=== block 1 ===
**Block 1: power grid**

Drawn at 6 px/um. Pins as bars on the die edge. Tap cells in gray.
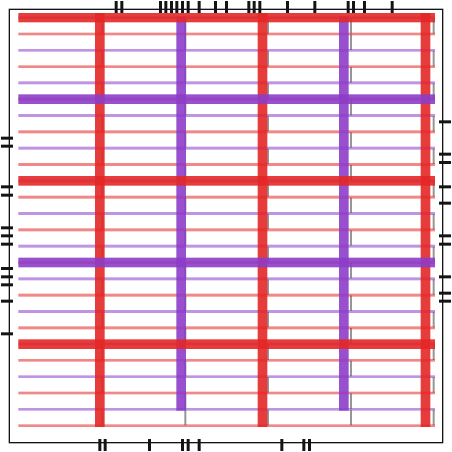
### src/rtl/morse_seq_pkg.sv
// Shared types and defaults for the Morse symbol sequencer.
// Optional loop mode is enabled with MORSE_SEQ_LOOP_EN.
package morse_seq_pkg;

    localparam int MORSE_W = 3;
    localparam int MORSE_N = 12;

    typedef enum logic {
        ST_IDLE,
        ST_RUN
    } seq_state_e;

    function automatic logic [MORSE_W-1:0] entry_of(
        input logic [MORSE_N*MORSE_W-1:0] tbl,
        input int                         k
    );
        if (k < 1 || k > MORSE_N)
            return '0;
        return tbl[k*MORSE_W-1 -: MORSE_W];
    endfunction

endpackage

### src/rtl/morse_symbol_sequencer_mux.sv
// N+1:1 symbol selector; index 0 or out-of-range selects 0.
// Used by morse_symbol_sequencer (MORSE_SEQ_LOOP_EN has no effect here).
module mux_sel_param #(
    parameter int W    = 3,
    parameter int N    = 12,
    parameter int SELW = $clog2(N+1)
) (
    input  logic [N*W-1:0]  tbl,
    input  logic [SELW-1:0] sel,
    output logic [W-1:0]    y
);

    always_comb begin
        y = '0;
        for (int k = 1; k <= N; k++) begin
            if (sel == SELW'(k))
                y = tbl[k*W-1 -: W];
        end
    end

endmodule

### src/rtl/morse_symbol_sequencer.sv
// Walks a snapshot of the symbol table and streams entries 1..length with valid/ready.
// Define MORSE_SEQ_LOOP_EN to add the repetir port and multi-pass looping.
module morse_symbol_sequencer
    import morse_seq_pkg::*;
#(
    parameter int W    = MORSE_W,
    parameter int N    = MORSE_N,
    parameter int SELW = $clog2(N+1)
) (
    input  logic            clk,
    input  logic            rst_n,
    input  logic [N*W-1:0]  entradas,
    input  logic            start,
    input  logic [SELW-1:0] length,
`ifdef MORSE_SEQ_LOOP_EN
    input  logic            repetir,
`endif
    output logic [W-1:0]    salida,
    output logic            salida_valid,
    input  logic            salida_ready,
    output logic            busy,
    output logic            done,
    output logic            err
);

    seq_state_e      state_q, state_d;
    logic [SELW-1:0] idx_q, idx_d;
    logic [SELW-1:0] len_q, len_d;
    logic [N*W-1:0]  snap_q, snap_d;
    logic            done_q, done_d;
    logic            err_q, err_d;
    logic            len_ok;
    logic            xfer;
    logic [W-1:0]    sym;

    assign len_ok = (length != '0) && (length <= SELW'(N));
    assign xfer   = salida_valid & salida_ready;

    always_ff @(posedge clk or negedge rst_n) begin
        if (!rst_n) begin
            state_q <= ST_IDLE;
            idx_q   <= '0;
            len_q   <= '0;
            snap_q  <= '0;
            done_q  <= 1'b0;
            err_q   <= 1'b0;
        end else begin
            state_q <= state_d;
            idx_q   <= idx_d;
            len_q   <= len_d;
            snap_q  <= snap_d;
            done_q  <= done_d;
            err_q   <= err_d;
        end
    end

    always_comb begin
        state_d = state_q;
        idx_d   = idx_q;
        len_d   = len_q;
        snap_d  = snap_q;
        done_d  = 1'b0;
        err_d   = 1'b0;
        unique case (state_q)
            ST_IDLE: begin
                if (start) begin
                    if (len_ok) begin
                        state_d = ST_RUN;
                        idx_d   = SELW'(1);
                        len_d   = length;
                        snap_d  = entradas;
                    end else begin
                        err_d = 1'b1;
                    end
                end
            end
            ST_RUN: begin
                if (xfer) begin
                    if (idx_q < len_q) begin
                        idx_d = idx_q + 1'b1;
                    end else begin
                        done_d = 1'b1;
`ifdef MORSE_SEQ_LOOP_EN
                        if (repetir) begin
                            idx_d = SELW'(1);
                        end else begin
                            state_d = ST_IDLE;
                            idx_d   = '0;
                        end
`else
                        state_d = ST_IDLE;
                        idx_d   = '0;
`endif
                    end
                end
            end
            default: begin
                state_d = ST_IDLE;
                idx_d   = '0;
            end
        endcase
    end

    mux_sel_param #(
        .W    (W),
        .N    (N),
        .SELW (SELW)
    ) u_mux (
        .tbl (snap_q),
        .sel (idx_q),
        .y   (sym)
    );

    // Outputs depend only on flops; idx is 0 in IDLE so salida falls to 0 there.
    assign salida_valid = (state_q == ST_RUN);
    assign busy         = (state_q == ST_RUN);
    assign salida       = salida_valid ? sym : '0;
    assign done         = done_q;
    assign err          = err_q;

endmodule
### config.mk
export PLATFORM = sky130hd
export DESIGN_NAME = morse_symbol_sequencer
export DESIGN_NICKNAME = d
export VERILOG_FILES = /design/src/rtl/morse_seq_pkg.sv /design/src/rtl/morse_symbol_sequencer_mux.sv /design/src/rtl/morse_symbol_sequencer.sv
export SDC_FILE = /design/constraint.sdc
export NUM_CORES = 1
export LEC_CHECK = 0
export ABC_AREA = 1
export CAP_MARGIN = 5
export CORE_UTILIZATION = 50
export CTS_BUF_LIST = sky130_fd_sc_hd__clkbuf_4 sky130_fd_sc_hd__clkbuf_8
export DETAILED_ROUTE_END_ITERATION = 6
export GPL_TIMING_DRIVEN = 0
export PLACE_DENSITY = 0.81
export SYNTH_ARGS = -nofsm -noshare
export SYNTH_HDL_FRONTEND = slang
export SYNTH_SLANG_ARGS = --single-unit
### constraint.sdc
create_clock -name clk -period 5.1 [get_ports clk]
set_input_delay 0.765 -clock clk [delete_from_list [all_inputs] [get_ports clk]]
set_output_delay 0.765 -clock clk [all_outputs]
set_load 0.01 [all_outputs]
==> run notes <==
Looking at the group totals, the largest power group turns out to be combinational cells. The run gives 0.870 for the global placer's final weighted congestion. The final design was reported to hold multi-input combinational gates totalling 183.

For the hold buffer count at CTS, the log shows 0. The top register by number of flip-flops is snap_q. The actual transition at the worst max-transition pin was 497 ps. The run finished with clean final reports.

Looking at the worst setup and hold paths, the clock pins of their registers show a slew of 90 ps. The final timing report lists a hold violation count of 0. The largest net degree at the start of global routing is 27, and the post-synthesis area per instance is 9.01 sq um. Of the available clock period, the critical path in the final layout requires 68.4%. For the accumulated negative setup slack, the log shows 0 ps. By area the synthesized netlist is led by dfrtp_1 48%, mux2_2 12%, nand2_1 9.7%.

Per the layout area report, the combinational gate area comes to 1100 sq um. The script extracted a total leakage power of 1.48 nW. The final antenna diode tally reported by the flow is 0. Per the detail_route report, vias per standard cell equal 4.94.
Notes on 'power grid' of block 1 above:
legend:
  red:
    net: VSS
  purple:
    net: VDD
rows: 25
met4 straps: 5
tap cells: 67
met5 straps: 5
CORE AREA: 4720 sq um
highest ir drop seen on vdd: 0.251 mV
vertical extent of the die: 72.0 um
Die X: 72.0 um


=== block 2 ===
<file path="config.mk">
export PLATFORM = sky130hd
export DESIGN_NAME = pipeline_stall_ctrl
export DESIGN_NICKNAME = d
export VERILOG_FILES = /design/src/rtl/pipeline_stall_ctrl_pkg.sv /design/src/rtl/pipeline_stall_ctrl_sat_counter.sv /design/src/rtl/pipeline_stall_ctrl.sv
export SDC_FILE = /design/constraint.sdc
export NUM_CORES = 1
export LEC_CHECK = 0
export ABC_AREA = 1
export CAP_MARGIN = 30
export CORE_ASPECT_RATIO = 1.25
export CORE_MARGIN = 2
export CORE_UTILIZATION = 51
export CTS_CLUSTER_DIAMETER = 40
export DETAILED_ROUTE_END_ITERATION = 6
export PLACE_DENSITY = 0.81
export SLEW_MARGIN = 20
export SYNTH_ARGS = -nofsm -noshare
export SYNTH_HDL_FRONTEND = slang
export SYNTH_HIERARCHICAL = 1
export SYNTH_SLANG_ARGS = --single-unit
</file>
<file path="constraint.sdc">
create_clock -name clk -period 2.7 [get_ports clk]
set_input_delay 0.405 -clock clk [delete_from_list [all_inputs] [get_ports clk]]
set_output_delay 0.405 -clock clk [all_outputs]
set_load 0.02 [all_outputs]
</file>
<file path="src/rtl/pipeline_stall_ctrl_pkg.sv">
// Shared pipeline-control types and constants for the stall/flush sequencer
// and the ID/EX register that consumes its NOP encoding.
package riscv_ctrl_pkg;

    typedef enum logic {
        RUN      = 1'b0,
        MEM_WAIT = 1'b1
    } stall_state_e;

    localparam logic [4:0] REG_X0 = 5'd0;

    typedef struct packed {
        logic pc_write;
        logic if_id_write;
        logic if_id_flush;
        logic id_ex_bubble;
        logic pipe_hold;
    } pipe_ctrl_t;

    // Field order: pc_write, if_id_write, if_id_flush, id_ex_bubble, pipe_hold
    localparam pipe_ctrl_t CTRL_RUN    = '{1'b1, 1'b1, 1'b0, 1'b0, 1'b0};
    localparam pipe_ctrl_t CTRL_HOLD   = '{1'b0, 1'b0, 1'b0, 1'b0, 1'b1};
    localparam pipe_ctrl_t CTRL_FLUSH  = '{1'b1, 1'b1, 1'b1, 1'b1, 1'b0};
    localparam pipe_ctrl_t CTRL_BUBBLE = '{1'b0, 1'b0, 1'b0, 1'b1, 1'b0};
    localparam pipe_ctrl_t CTRL_RESET  = '{1'b0, 1'b0, 1'b1, 1'b1, 1'b0};

    function automatic logic load_use_hazard(
        input logic [4:0] rs1,
        input logic [4:0] rs2,
        input logic       uses_rs1,
        input logic       uses_rs2,
        input logic [4:0] rd,
        input logic       rd_is_load
    );
        return rd_is_load && (rd != REG_X0) &&
               ((uses_rs1 && (rd == rs1)) || (uses_rs2 && (rd == rs2)));
    endfunction

endpackage

</file>
<file path="src/rtl/pipeline_stall_ctrl_sat_counter.sv">
// Up-counter that sticks at its all-ones value instead of wrapping.
module sat_counter #(
    parameter int W = 16
) (
    input  logic         clk,
    input  logic         rst,
    input  logic         inc,
    output logic [W-1:0] count
);

    always_ff @(posedge clk) begin
        if (rst)
            count <= '0;
        else if (inc && (count != {W{1'b1}}))
            count <= count + W'(1);
    end

endmodule

</file>
<file path="src/rtl/pipeline_stall_ctrl.sv">
// Stall/flush sequencer for the 5-stage pipeline: arbitrates memory wait,
// taken-branch flush and load-use bubble into pipeline-register controls.
module pipeline_stall_ctrl
    import riscv_ctrl_pkg::*;
#(
    parameter int CNT_W       = 16,
    parameter int TO_W        = 8,
    parameter int MEM_TIMEOUT = 200
) (
    input  logic             clk,
    input  logic             rst,
    input  logic [4:0]       id_AddrA,
    input  logic [4:0]       id_AddrB,
    input  logic             id_UsesA,
    input  logic             id_UsesB,
    input  logic [4:0]       ex_rd,
    input  logic             ex_MemRead,
    input  logic             ex_BranchTaken,
    input  logic             mem_Req,
    input  logic             mem_Ack,
    output logic             PCWrite,
    output logic             IF_ID_Write,
    output logic             IF_ID_Flush,
    output logic             ID_EX_Bubble,
    output logic             Pipe_Hold,
    output logic             mem_Timeout,
    output logic [CNT_W-1:0] stall_cycles,
    output logic [CNT_W-1:0] flush_count
);

    localparam logic [TO_W-1:0] TO_LIMIT = TO_W'(MEM_TIMEOUT);

    stall_state_e    state, state_next;
    logic [TO_W-1:0] to_cnt, to_cnt_next;
    logic            timeout_set;
    logic            mem_busy;
    logic            load_use;
    pipe_ctrl_t      ctrl;

    assign mem_busy = mem_Req && !mem_Ack;
    assign load_use = load_use_hazard(id_AddrA, id_AddrB, id_UsesA, id_UsesB,
                                      ex_rd, ex_MemRead);

    always_comb begin
        state_next  = state;
        to_cnt_next = to_cnt;
        timeout_set = 1'b0;

        // Branch/load-use resolution as if memory were idle; memory wait overrides below.
        if (ex_BranchTaken)
            ctrl = CTRL_FLUSH;
        else if (load_use)
            ctrl = CTRL_BUBBLE;
        else
            ctrl = CTRL_RUN;

        case (state)
            RUN: begin
                if (mem_busy) begin
                    ctrl        = CTRL_HOLD;
                    state_next  = MEM_WAIT;
                    to_cnt_next = TO_W'(1);
                end
            end
            MEM_WAIT: begin
                // Ack and a dropped request both release without error.
                if (!mem_busy) begin
                    state_next = RUN;
                end else if (to_cnt == TO_LIMIT) begin
                    state_next  = RUN;
                    timeout_set = 1'b1;
                end else begin
                    ctrl        = CTRL_HOLD;
                    to_cnt_next = to_cnt + TO_W'(1);
                end
            end
            default: state_next = RUN;
        endcase

        if (rst)
            ctrl = CTRL_RESET;
    end

    always_ff @(posedge clk) begin
        if (rst) begin
            state       <= RUN;
            to_cnt      <= '0;
            mem_Timeout <= 1'b0;
        end else begin
            state  <= state_next;
            to_cnt <= to_cnt_next;
            if (timeout_set)
                mem_Timeout <= 1'b1;
        end
    end

    assign PCWrite      = ctrl.pc_write;
    assign IF_ID_Write  = ctrl.if_id_write;
    assign IF_ID_Flush  = ctrl.if_id_flush;
    assign ID_EX_Bubble = ctrl.id_ex_bubble;
    assign Pipe_Hold    = ctrl.pipe_hold;

    sat_counter #(.W(CNT_W)) u_stall_cnt (
        .clk   (clk),
        .rst   (rst),
        .inc   (!ctrl.pc_write && !rst),
        .count (stall_cycles)
    );

    sat_counter #(.W(CNT_W)) u_flush_cnt (
        .clk   (clk),
        .rst   (rst),
        .inc   (ctrl.if_id_flush && !rst),
        .count (flush_count)
    );

endmodule

</file>
**Block 2: power grid**

Drawn at 6 px/um. Pins as bars on the die edge. Tap cells in gray.
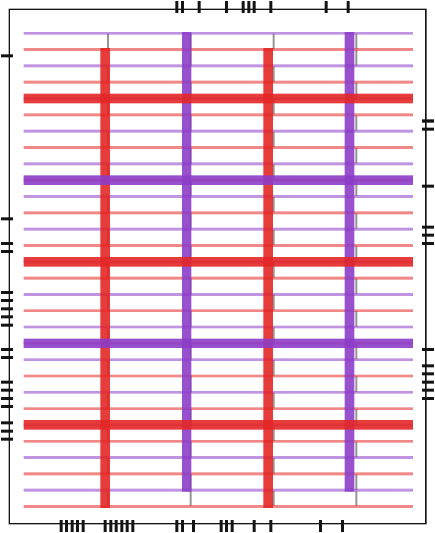
legend:
  purple:
    net: VDD
  red:
    net: VSS
met4 straps: 4
met1 rails: 30
met5 straps: 5
signal pins: 61
vertical extent of the die: 85.5 um
highest ir drop seen on vdd: 0.298 mV
CORE AREA: 5120 sq um

**Block 2: placement by cell class**

Drawn at 6 px/um. Fill, decap, tap and diode cells in gray.
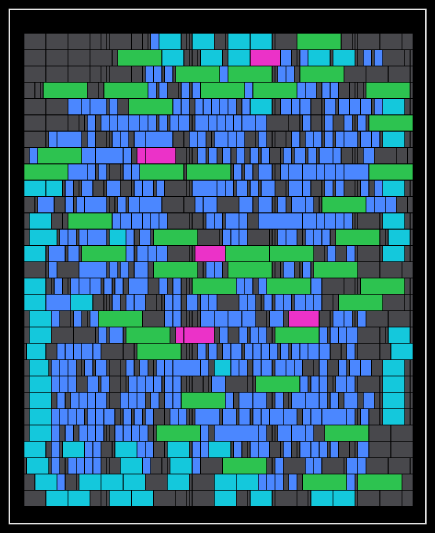
legend:
  cyan:
    class: remaining buffers and delay cells
    cells: 63
  green:
    class: sequential cells
    cells: 42
  magenta:
    class: clock drivers and dummy loads
    cells: 7
  blue:
    class: combinational and other logic
    cells: 400

==> run notes <==
The run finished with clean final reports. The sequential group share of total power was 54.0%. Number of buffers between clock root and the deepest sink: 2. The post-placement cell area is 3360 sq um. Of the combinational cells, the family taking the most area is simple AND/OR/NAND/NOR gates.

In the layout the commonest cells are 144 x nand2_1, 88 x nor2_1, 57 x clkdlybuf4s50_1, 51 x inv_1, 42 x dfxtp_1. After synthesis, the share of flip-flops with an asynchronous set or reset is 0%. With the number of vias in the routed layout at 2890, the delay of the slowest cell on the worst path is 610 ps.

Top power consumer group: registers. The mean routed wirelength per cell works out to 10.8 um. The number of maximum-capacitance violations recorded for the run is 0. Based on the critical path, the design can be clocked at up to 0.395 GHz. According to the Yosys statistics, the synthesized design has a chip area of 2710 sq um. The predominant post-synthesis flop cell was dfxtp_1. Cells fill 67.2% of the core in the end. For reference, the critical path is launched at to_cnt[1]. The run gives 42 as the number of clock sinks. Walking the critical path from launch to capture passes 9 cell instances. The via count normalized by instance count is 5.03. After filler insertion, the fill cell instance count of the layout stands at 479.

The run gives 31.0% as the fraction of the yosys area taken by sequential cells. Yosys stat counts 448 cells in the synthesized netlist. The pin closest to its max-slew limit shows a slew of 524 ps.

The met3 track utilization from global routing is 3.09%. Across the routed clock network, the largest skew measured is 6.78 ps. Startpoint of the most critical register-to-register path: to_cnt[1]. The highest net fanout along the worst path was 13.

=== block 3 ===
`src/rtl/fetch_queue_pkg.sv`:
```
// Shared types for the fetch queue: IF/ID packet layout, NOP encoding,
// default depth and the pointer type reused by ROB/debug logic.
package fetch_queue_pkg;

  localparam int unsigned FQ_DEPTH = 8;

  // addi x0, x0, 0
  localparam logic [31:0] NOP = 32'h0000_0013;

  typedef struct packed {
    logic [31:0] inst;
    logic [31:0] PC;
    logic [31:0] NPC;
    logic        valid;
  } IF_ID_PACKET;

  typedef logic [$clog2(FQ_DEPTH)-1:0] FQ_PTR;

  localparam IF_ID_PACKET NOP_PACKET = '{inst: NOP, PC: '0, NPC: '0, valid: 1'b0};

endpackage

```
`src/rtl/fetch_queue.sv`:
```
// Instruction buffer between ifetch and decode. FIFO of IF_ID_PACKETs with a
// valid/ready handshake toward decode and a space-available signal toward
// ifetch. Any PC redirect flushes the whole queue.
// Optional macro FQ_BYPASS_EN: when the queue is empty and decode is ready,
// an incoming packet is forwarded to decode combinationally without storage.
module fetch_queue
  import fetch_queue_pkg::*;
#(
  parameter int unsigned DEPTH = FQ_DEPTH,
  localparam int unsigned CNT_W = $clog2(DEPTH + 1)
) (
  input  logic             clock,
  input  logic             reset,
  input  IF_ID_PACKET      if_packet,
  output logic             fq_ready,
  input  logic             flush,
  output IF_ID_PACKET      id_packet,
  output logic             id_valid,
  input  logic             id_ready,
  output logic [CNT_W-1:0] count,
  output logic             full,
  output logic             empty
);

  localparam int unsigned PTR_W = $clog2(DEPTH);

  IF_ID_PACKET       mem [DEPTH];
  logic [DEPTH-1:0]  entry_vld;
  logic [PTR_W-1:0]  head;
  logic [PTR_W-1:0]  tail;
  logic              ready_en;
  logic              push;
  logic              pop;
  logic              bypass;

  // Status, handshake and head-entry presentation.
  // fq_ready depends only on registered state and flush, never on id_ready.
  always_comb begin
    full     = (count == CNT_W'(DEPTH));
    empty    = (count == '0);
    fq_ready = ready_en && !full && !flush;
`ifdef FQ_BYPASS_EN
    bypass   = empty && if_packet.valid && fq_ready && id_ready;
`else
    bypass   = 1'b0;
`endif
    push      = if_packet.valid && fq_ready && !bypass;
    id_valid  = 1'b0;
    id_packet = NOP_PACKET;
    if (bypass) begin
      id_valid  = 1'b1;
      id_packet = if_packet;
    end else if (!empty && entry_vld[head]) begin
      id_valid  = !flush;
      id_packet = mem[head];
    end
    pop = id_valid && id_ready && !bypass;
  end

  // Pointer, occupancy and entry-valid bookkeeping; flush wins over push/pop.
  // ready_en holds fq_ready low until the first edge after reset release.
  always_ff @(posedge clock or negedge reset) begin
    if (!reset) begin
      head      <= '0;
      tail      <= '0;
      count     <= '0;
      entry_vld <= '0;
      ready_en  <= 1'b0;
    end else begin
      ready_en <= 1'b1;
      if (flush) begin
        head      <= '0;
        tail      <= '0;
        count     <= '0;
        entry_vld <= '0;
      end else begin
        // push and pop never address the same slot: that needs empty or full
        if (push) begin
          tail            <= tail + PTR_W'(1);
          entry_vld[tail] <= 1'b1;
        end
        if (pop) begin
          head            <= head + PTR_W'(1);
          entry_vld[head] <= 1'b0;
        end
        count <= count + CNT_W'(push) - CNT_W'(pop);
      end
    end
  end

  // Packet storage; contents are qualified by entry_vld so no reset needed.
  always_ff @(posedge clock) begin
    if (push) begin
      mem[tail] <= if_packet;
    end
  end

endmodule

```
`config.mk`:
```
export PLATFORM = sky130hd
export DESIGN_NAME = fetch_queue
export DESIGN_NICKNAME = d
export VERILOG_FILES = /design/src/rtl/fetch_queue_pkg.sv /design/src/rtl/fetch_queue.sv
export SDC_FILE = /design/constraint.sdc
export NUM_CORES = 1
export LEC_CHECK = 0
export CAP_MARGIN = 15
export CORE_UTILIZATION = 50
export DETAILED_ROUTE_END_ITERATION = 16
export HOLD_SLACK_MARGIN = 0.05
export PLACE_DENSITY = 0.69
export SLEW_MARGIN = 20
export SYNTH_ARGS = -nofsm -noshare
export SYNTH_HDL_FRONTEND = slang
export SYNTH_SLANG_ARGS = --single-unit
export TNS_END_PERCENT = 5
```
`constraint.sdc`:
```
create_clock -name clock -period 10.95 [get_ports clock]
set_input_delay 2.19 -clock clock [delete_from_list [all_inputs] [get_ports clock]]
set_output_delay 2.19 -clock clock [all_outputs]
set_load 0.02 [all_outputs]
```
**Block 3: power grid**

Drawn at 2 px/um. Pins as bars on the die edge. Tap cells in gray.
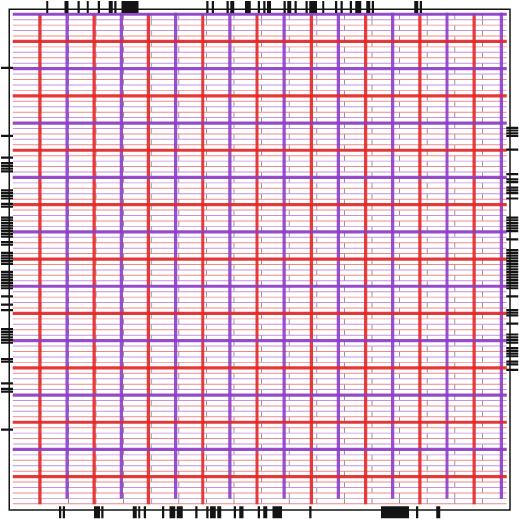
legend:
  red:
    net: VSS
  purple:
    net: VDD
tap cells: 782
met5 straps: 18
met4 straps: 18
met1 rails: 91
rows: 90

**Block 3: placement by cell class**

Drawn at 2 px/um. Fill, decap, tap and diode cells in gray.
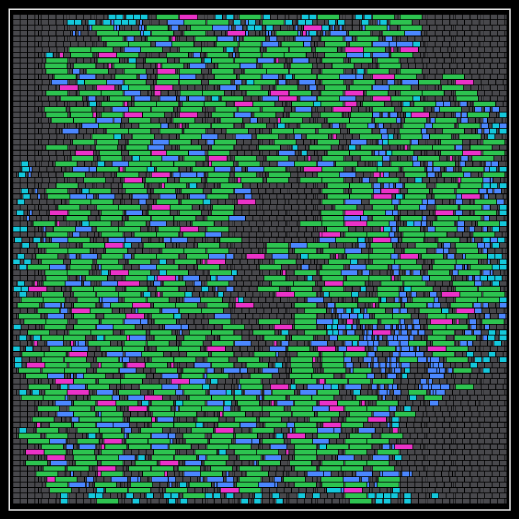
legend:
  blue:
    class: combinational and other logic
    cells: 541
  green:
    class: sequential cells
    cells: 795
  magenta:
    class: clock drivers and dummy loads
    cells: 143
  cyan:
    class: remaining buffers and delay cells
    cells: 234

==> run notes <==
The run finished with clean final reports. For reference, the most critical setup path is categorized as reg2out. Clock cells make up 6.84% of the layout cell area. The power per unit of standard cell area is 173 nW/um^2.

The logs give 79 for the number of buffers added by the clock tree synthesis step and 14500 for the number of vias in the routed layout. Source of the critical timing path: head[0]. The register with the most flip-flops in the layout has 776 of them. For reference, the placement row count at floorplan is 90. For the number of antenna violations at the first check in global routing, the log shows 9. With the proportion of total power due to net switching at 20.5%, the total overflow reported by the global router is 0. Grouping stages by cell kind, the critical path spends the most delay in buffers and inverters.

For the worst slew margin relative to its limit, the log shows 28.2%. The critical path runs through a total of 7 cells. The xor/xnor share of the synthesized area was 0.0857%. Compared with the post-synthesis result, the final layout area differs by 17.6%. The max-slew violation total from the final report was 0; the non-clock buffer total of the final layout was 234. The gate-level netlist out of Yosys references 38 unique cell types.

Final antenna diode count: 1.

=== block 4 ===
**Block 4: power grid**

Drawn at 3 px/um. Pins as bars on the die edge. Tap cells in gray.
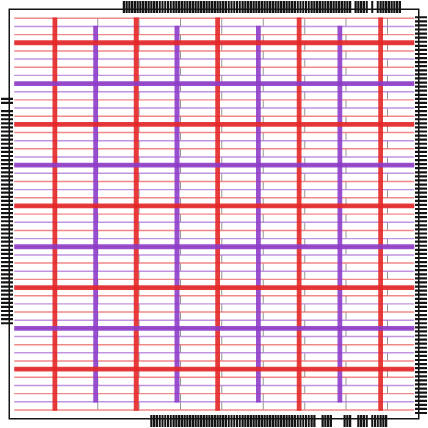
**Block 4: placement by cell class**

Drawn at 3 px/um. Fill, decap, tap and diode cells in gray.
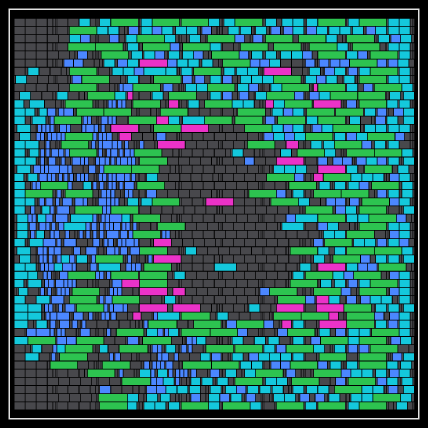
===== src/rtl/writeback_stage_p_pkg.sv =====
// Shared status encodings, register-address constants and status helpers for the
// Y86-64 memory-to-writeback pipeline register.
package writeback_stage_p_pkg;

  localparam logic [3:0] STAT_RESET  = 4'h0;
  localparam logic [3:0] STAT_OK     = 4'h1;
  localparam logic [3:0] STAT_HLT    = 4'h2;
  localparam logic [3:0] STAT_ADR    = 4'h3;
  localparam logic [3:0] STAT_INS    = 4'h4;
  localparam logic [3:0] STAT_BUBBLE = 4'h5;
  localparam logic [3:0] STAT_STALL  = 4'h6;

  localparam logic [3:0] RNONE = 4'hF;

  // Terminating statuses stop the core; takes a widened status so any STAT_W <= 32 fits.
  function automatic logic stat_terminal(input logic [31:0] s);
    return (s == 32'(STAT_HLT)) || (s == 32'(STAT_ADR)) || (s == 32'(STAT_INS));
  endfunction

endpackage


===== src/rtl/writeback_stage_p_we_gen.sv =====
// Combinational register-file write-enable generation for the writeback stage,
// including the dstE/dstM conflict rule and terminal-status detection.
module wb_we_gen
  import writeback_stage_p_pkg::*;
#(
  parameter int STAT_W = 4,
  parameter int REG_AW = 4
) (
  input  logic [STAT_W-1:0] stat_i,
  input  logic [REG_AW-1:0] dstE_i,
  input  logic [REG_AW-1:0] dstM_i,
  output logic              weE_o,
  output logic              weM_o,
  output logic              terminal_o
);

  logic stat_ok;
  logic e_live;
  logic m_live;

  assign stat_ok = (stat_i == STAT_W'(STAT_OK));
  assign e_live  = stat_ok && (dstE_i != {REG_AW{1'b1}});
  assign m_live  = stat_ok && (dstM_i != {REG_AW{1'b1}});

  // Same destination on both ports: the memory value wins (popq %rsp).
  assign weE_o      = e_live && !(m_live && (dstE_i == dstM_i));
  assign weM_o      = m_live;
  assign terminal_o = stat_terminal(32'(stat_i));

endmodule


===== src/rtl/writeback_stage_p.sv =====
// Memory-to-writeback pipeline register with write-enable generation, bubble/stall
// handling, a sticky halt on terminating status and a retired-instruction counter.
module writeback_stage_p
  import writeback_stage_p_pkg::*;
#(
  parameter int DATA_W  = 64,
  parameter int REG_AW  = 4,
  parameter int ICODE_W = 4,
  parameter int STAT_W  = 4,
  parameter int CNT_W   = 32
) (
  input  logic               clk_i,
  input  logic               rst_n_i,
  input  logic               stall_i,
  input  logic               bubble_i,
  input  logic               valid_i,
  input  logic [ICODE_W-1:0] icode_i,
  input  logic [STAT_W-1:0]  stat_i,
  input  logic [DATA_W-1:0]  valE_i,
  input  logic [DATA_W-1:0]  valM_i,
  input  logic [REG_AW-1:0]  dstE_i,
  input  logic [REG_AW-1:0]  dstM_i,
  output logic [ICODE_W-1:0] icode_o,
  output logic [STAT_W-1:0]  stat_o,
  output logic [DATA_W-1:0]  valE_o,
  output logic [DATA_W-1:0]  valM_o,
  output logic [REG_AW-1:0]  dstE_o,
  output logic [REG_AW-1:0]  dstM_o,
  output logic               weE_o,
  output logic               weM_o,
  output logic               halted_o,
  output logic [CNT_W-1:0]   retired_o
);

  localparam logic [REG_AW-1:0] REG_NONE = {REG_AW{1'b1}};

  logic [ICODE_W-1:0] icode_q, icode_d;
  logic [STAT_W-1:0]  stat_q, stat_d;
  logic [DATA_W-1:0]  val_e_q, val_e_d;
  logic [DATA_W-1:0]  val_m_q, val_m_d;
  logic [REG_AW-1:0]  dst_e_q, dst_e_d;
  logic [REG_AW-1:0]  dst_m_q, dst_m_d;
  logic               we_e_q, we_e_d;
  logic               we_m_q, we_m_d;
  logic               halted_q, halted_d;
  logic [CNT_W-1:0]   retired_q, retired_d;

  logic we_e_cap;
  logic we_m_cap;
  logic terminal;

  wb_we_gen #(
    .STAT_W (STAT_W),
    .REG_AW (REG_AW)
  ) u_we_gen (
    .stat_i     (stat_i),
    .dstE_i     (dstE_i),
    .dstM_i     (dstM_i),
    .weE_o      (we_e_cap),
    .weM_o      (we_m_cap),
    .terminal_o (terminal)
  );

  // NOTE: every _d gets a default before any branch, so no path leaves it unassigned
  // and no latch is inferred; write enables default low so only a capture can write.
  always_comb begin
    icode_d   = icode_q;
    stat_d    = stat_q;
    val_e_d   = val_e_q;
    val_m_d   = val_m_q;
    dst_e_d   = dst_e_q;
    dst_m_d   = dst_m_q;
    we_e_d    = 1'b0;
    we_m_d    = 1'b0;
    halted_d  = halted_q;
    retired_d = retired_q;

    if (!halted_q) begin
      if (stall_i) begin
        stat_d = STAT_W'(STAT_STALL);
      end else if (bubble_i || !valid_i) begin
        icode_d = '0;
        stat_d  = STAT_W'(STAT_BUBBLE);
        val_e_d = '0;
        val_m_d = '0;
        dst_e_d = REG_NONE;
        dst_m_d = REG_NONE;
      end else begin
        icode_d  = icode_i;
        stat_d   = stat_i;
        val_e_d  = valE_i;
        val_m_d  = valM_i;
        dst_e_d  = dstE_i;
        dst_m_d  = dstM_i;
        we_e_d   = we_e_cap;
        we_m_d   = we_m_cap;
        halted_d = terminal;
        if (stat_i == STAT_W'(STAT_OK)) retired_d = retired_q + CNT_W'(1);
      end
    end
  end

  // NOTE: sequential state uses non-blocking assignments so every flop samples the
  // pre-edge values regardless of statement order.
  always_ff @(posedge clk_i or negedge rst_n_i) begin
    if (!rst_n_i) begin
      icode_q   <= '0;
      stat_q    <= STAT_W'(STAT_RESET);
      val_e_q   <= '0;
      val_m_q   <= '0;
      dst_e_q   <= REG_NONE;
      dst_m_q   <= REG_NONE;
      we_e_q    <= 1'b0;
      we_m_q    <= 1'b0;
      halted_q  <= 1'b0;
      retired_q <= '0;
    end else begin
      icode_q   <= icode_d;
      stat_q    <= stat_d;
      val_e_q   <= val_e_d;
      val_m_q   <= val_m_d;
      dst_e_q   <= dst_e_d;
      dst_m_q   <= dst_m_d;
      we_e_q    <= we_e_d;
      we_m_q    <= we_m_d;
      halted_q  <= halted_d;
      retired_q <= retired_d;
    end
  end

  assign icode_o   = icode_q;
  assign stat_o    = stat_q;
  assign valE_o    = val_e_q;
  assign valM_o    = val_m_q;
  assign dstE_o    = dst_e_q;
  assign dstM_o    = dst_m_q;
  assign weE_o     = we_e_q;
  assign weM_o     = we_m_q;
  assign halted_o  = halted_q;
  assign retired_o = retired_q;

endmodule


===== config.mk =====
export PLATFORM = sky130hd
export DESIGN_NAME = writeback_stage_p
export DESIGN_NICKNAME = d
export VERILOG_FILES = /design/src/rtl/writeback_stage_p_pkg.sv /design/src/rtl/writeback_stage_p_we_gen.sv /design/src/rtl/writeback_stage_p.sv
export SDC_FILE = /design/constraint.sdc
export NUM_CORES = 1
export LEC_CHECK = 0
export ABC_AREA = 1
export CORE_UTILIZATION = 40
export DETAILED_ROUTE_END_ITERATION = 16
export HOLD_SLACK_MARGIN = 0.08
export PLACE_DENSITY = 0.84
export SLEW_MARGIN = 25
export SYNTH_ARGS = -nofsm -noshare
export SYNTH_HDL_FRONTEND = slang
export SYNTH_SLANG_ARGS = --single-unit

===== constraint.sdc =====
create_clock -name clk_i -period 2 [get_ports clk_i]
set_input_delay 0.4 -clock clk_i [delete_from_list [all_inputs] [get_ports clk_i]]
set_output_delay 0.4 -clock clk_i [all_outputs]
set_load 0.03 [all_outputs]

==> run notes <==
With the die outline height at 136 um, the xor/xnor share of the synthesized area is 1.71%. The final timing report lists a hold violation count of 0. The power dissipated in sequential cells was 3.64 mW. Per the OpenROAD power report, switching power amounts to 1.74 mW. The synthesis log from Yosys contains 0 warnings. Highest clock rate: 0.513 GHz. Combinational cells consume a total of 0.476 mW.

The sequential share of cell area works out to 39.3%. The share of the final layout cell area in multi-input gates was 20.7%; the met3 track utilization from global routing was 5.48%. The number of violations reported at the end of detailed-routing iteration 0 is 358, and the final cell count without fillers is 1194. The slowest stage of the critical path belongs to the cell clkdlybuf4s50_1. The flow ran to the end, and the final reports show no timing, DRC or antenna violations.
Notes on 'power grid' of block 4 above:
legend:
  red:
    net: VSS
  purple:
    net: VDD
met4 straps: 9
met5 straps: 9
met1 rails: 49
tap cells: 225
signal pins: 328

Notes on 'placement by cell class' of block 4 above:
legend:
  cyan:
    class: remaining buffers and delay cells
    cells: 347
  green:
    class: sequential cells
    cells: 179
  magenta:
    class: clock drivers and dummy loads
    cells: 32
  blue:
    class: combinational and other logic
    cells: 411



==> layout pictures side by side <==
Clock distribution.
shot_01.png
Drawn at 4 px/um.
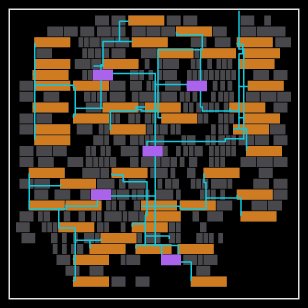
shot_02.png
Drawn at 1.5 px/um.
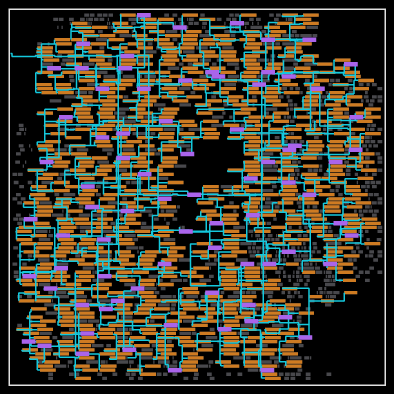
shot_03.png
Drawn at 3 px/um.
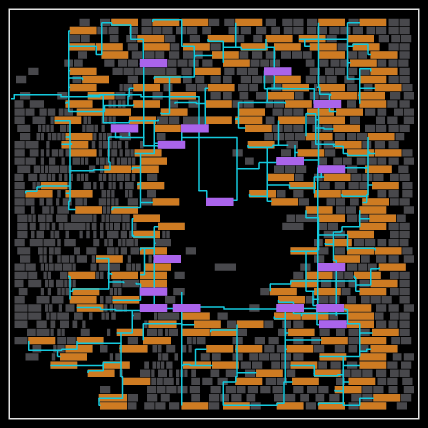
shot_04.png
Drawn at 4 px/um.
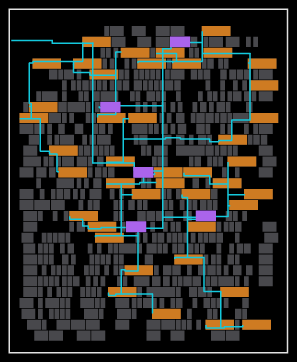
- shot_04.png = block 2
- shot_01.png = block 1
- shot_02.png = block 3
- shot_03.png = block 4
- largest die: shot_02.png
- most sequential cells: shot_02.png

Power and IR drop assume default switching activity.
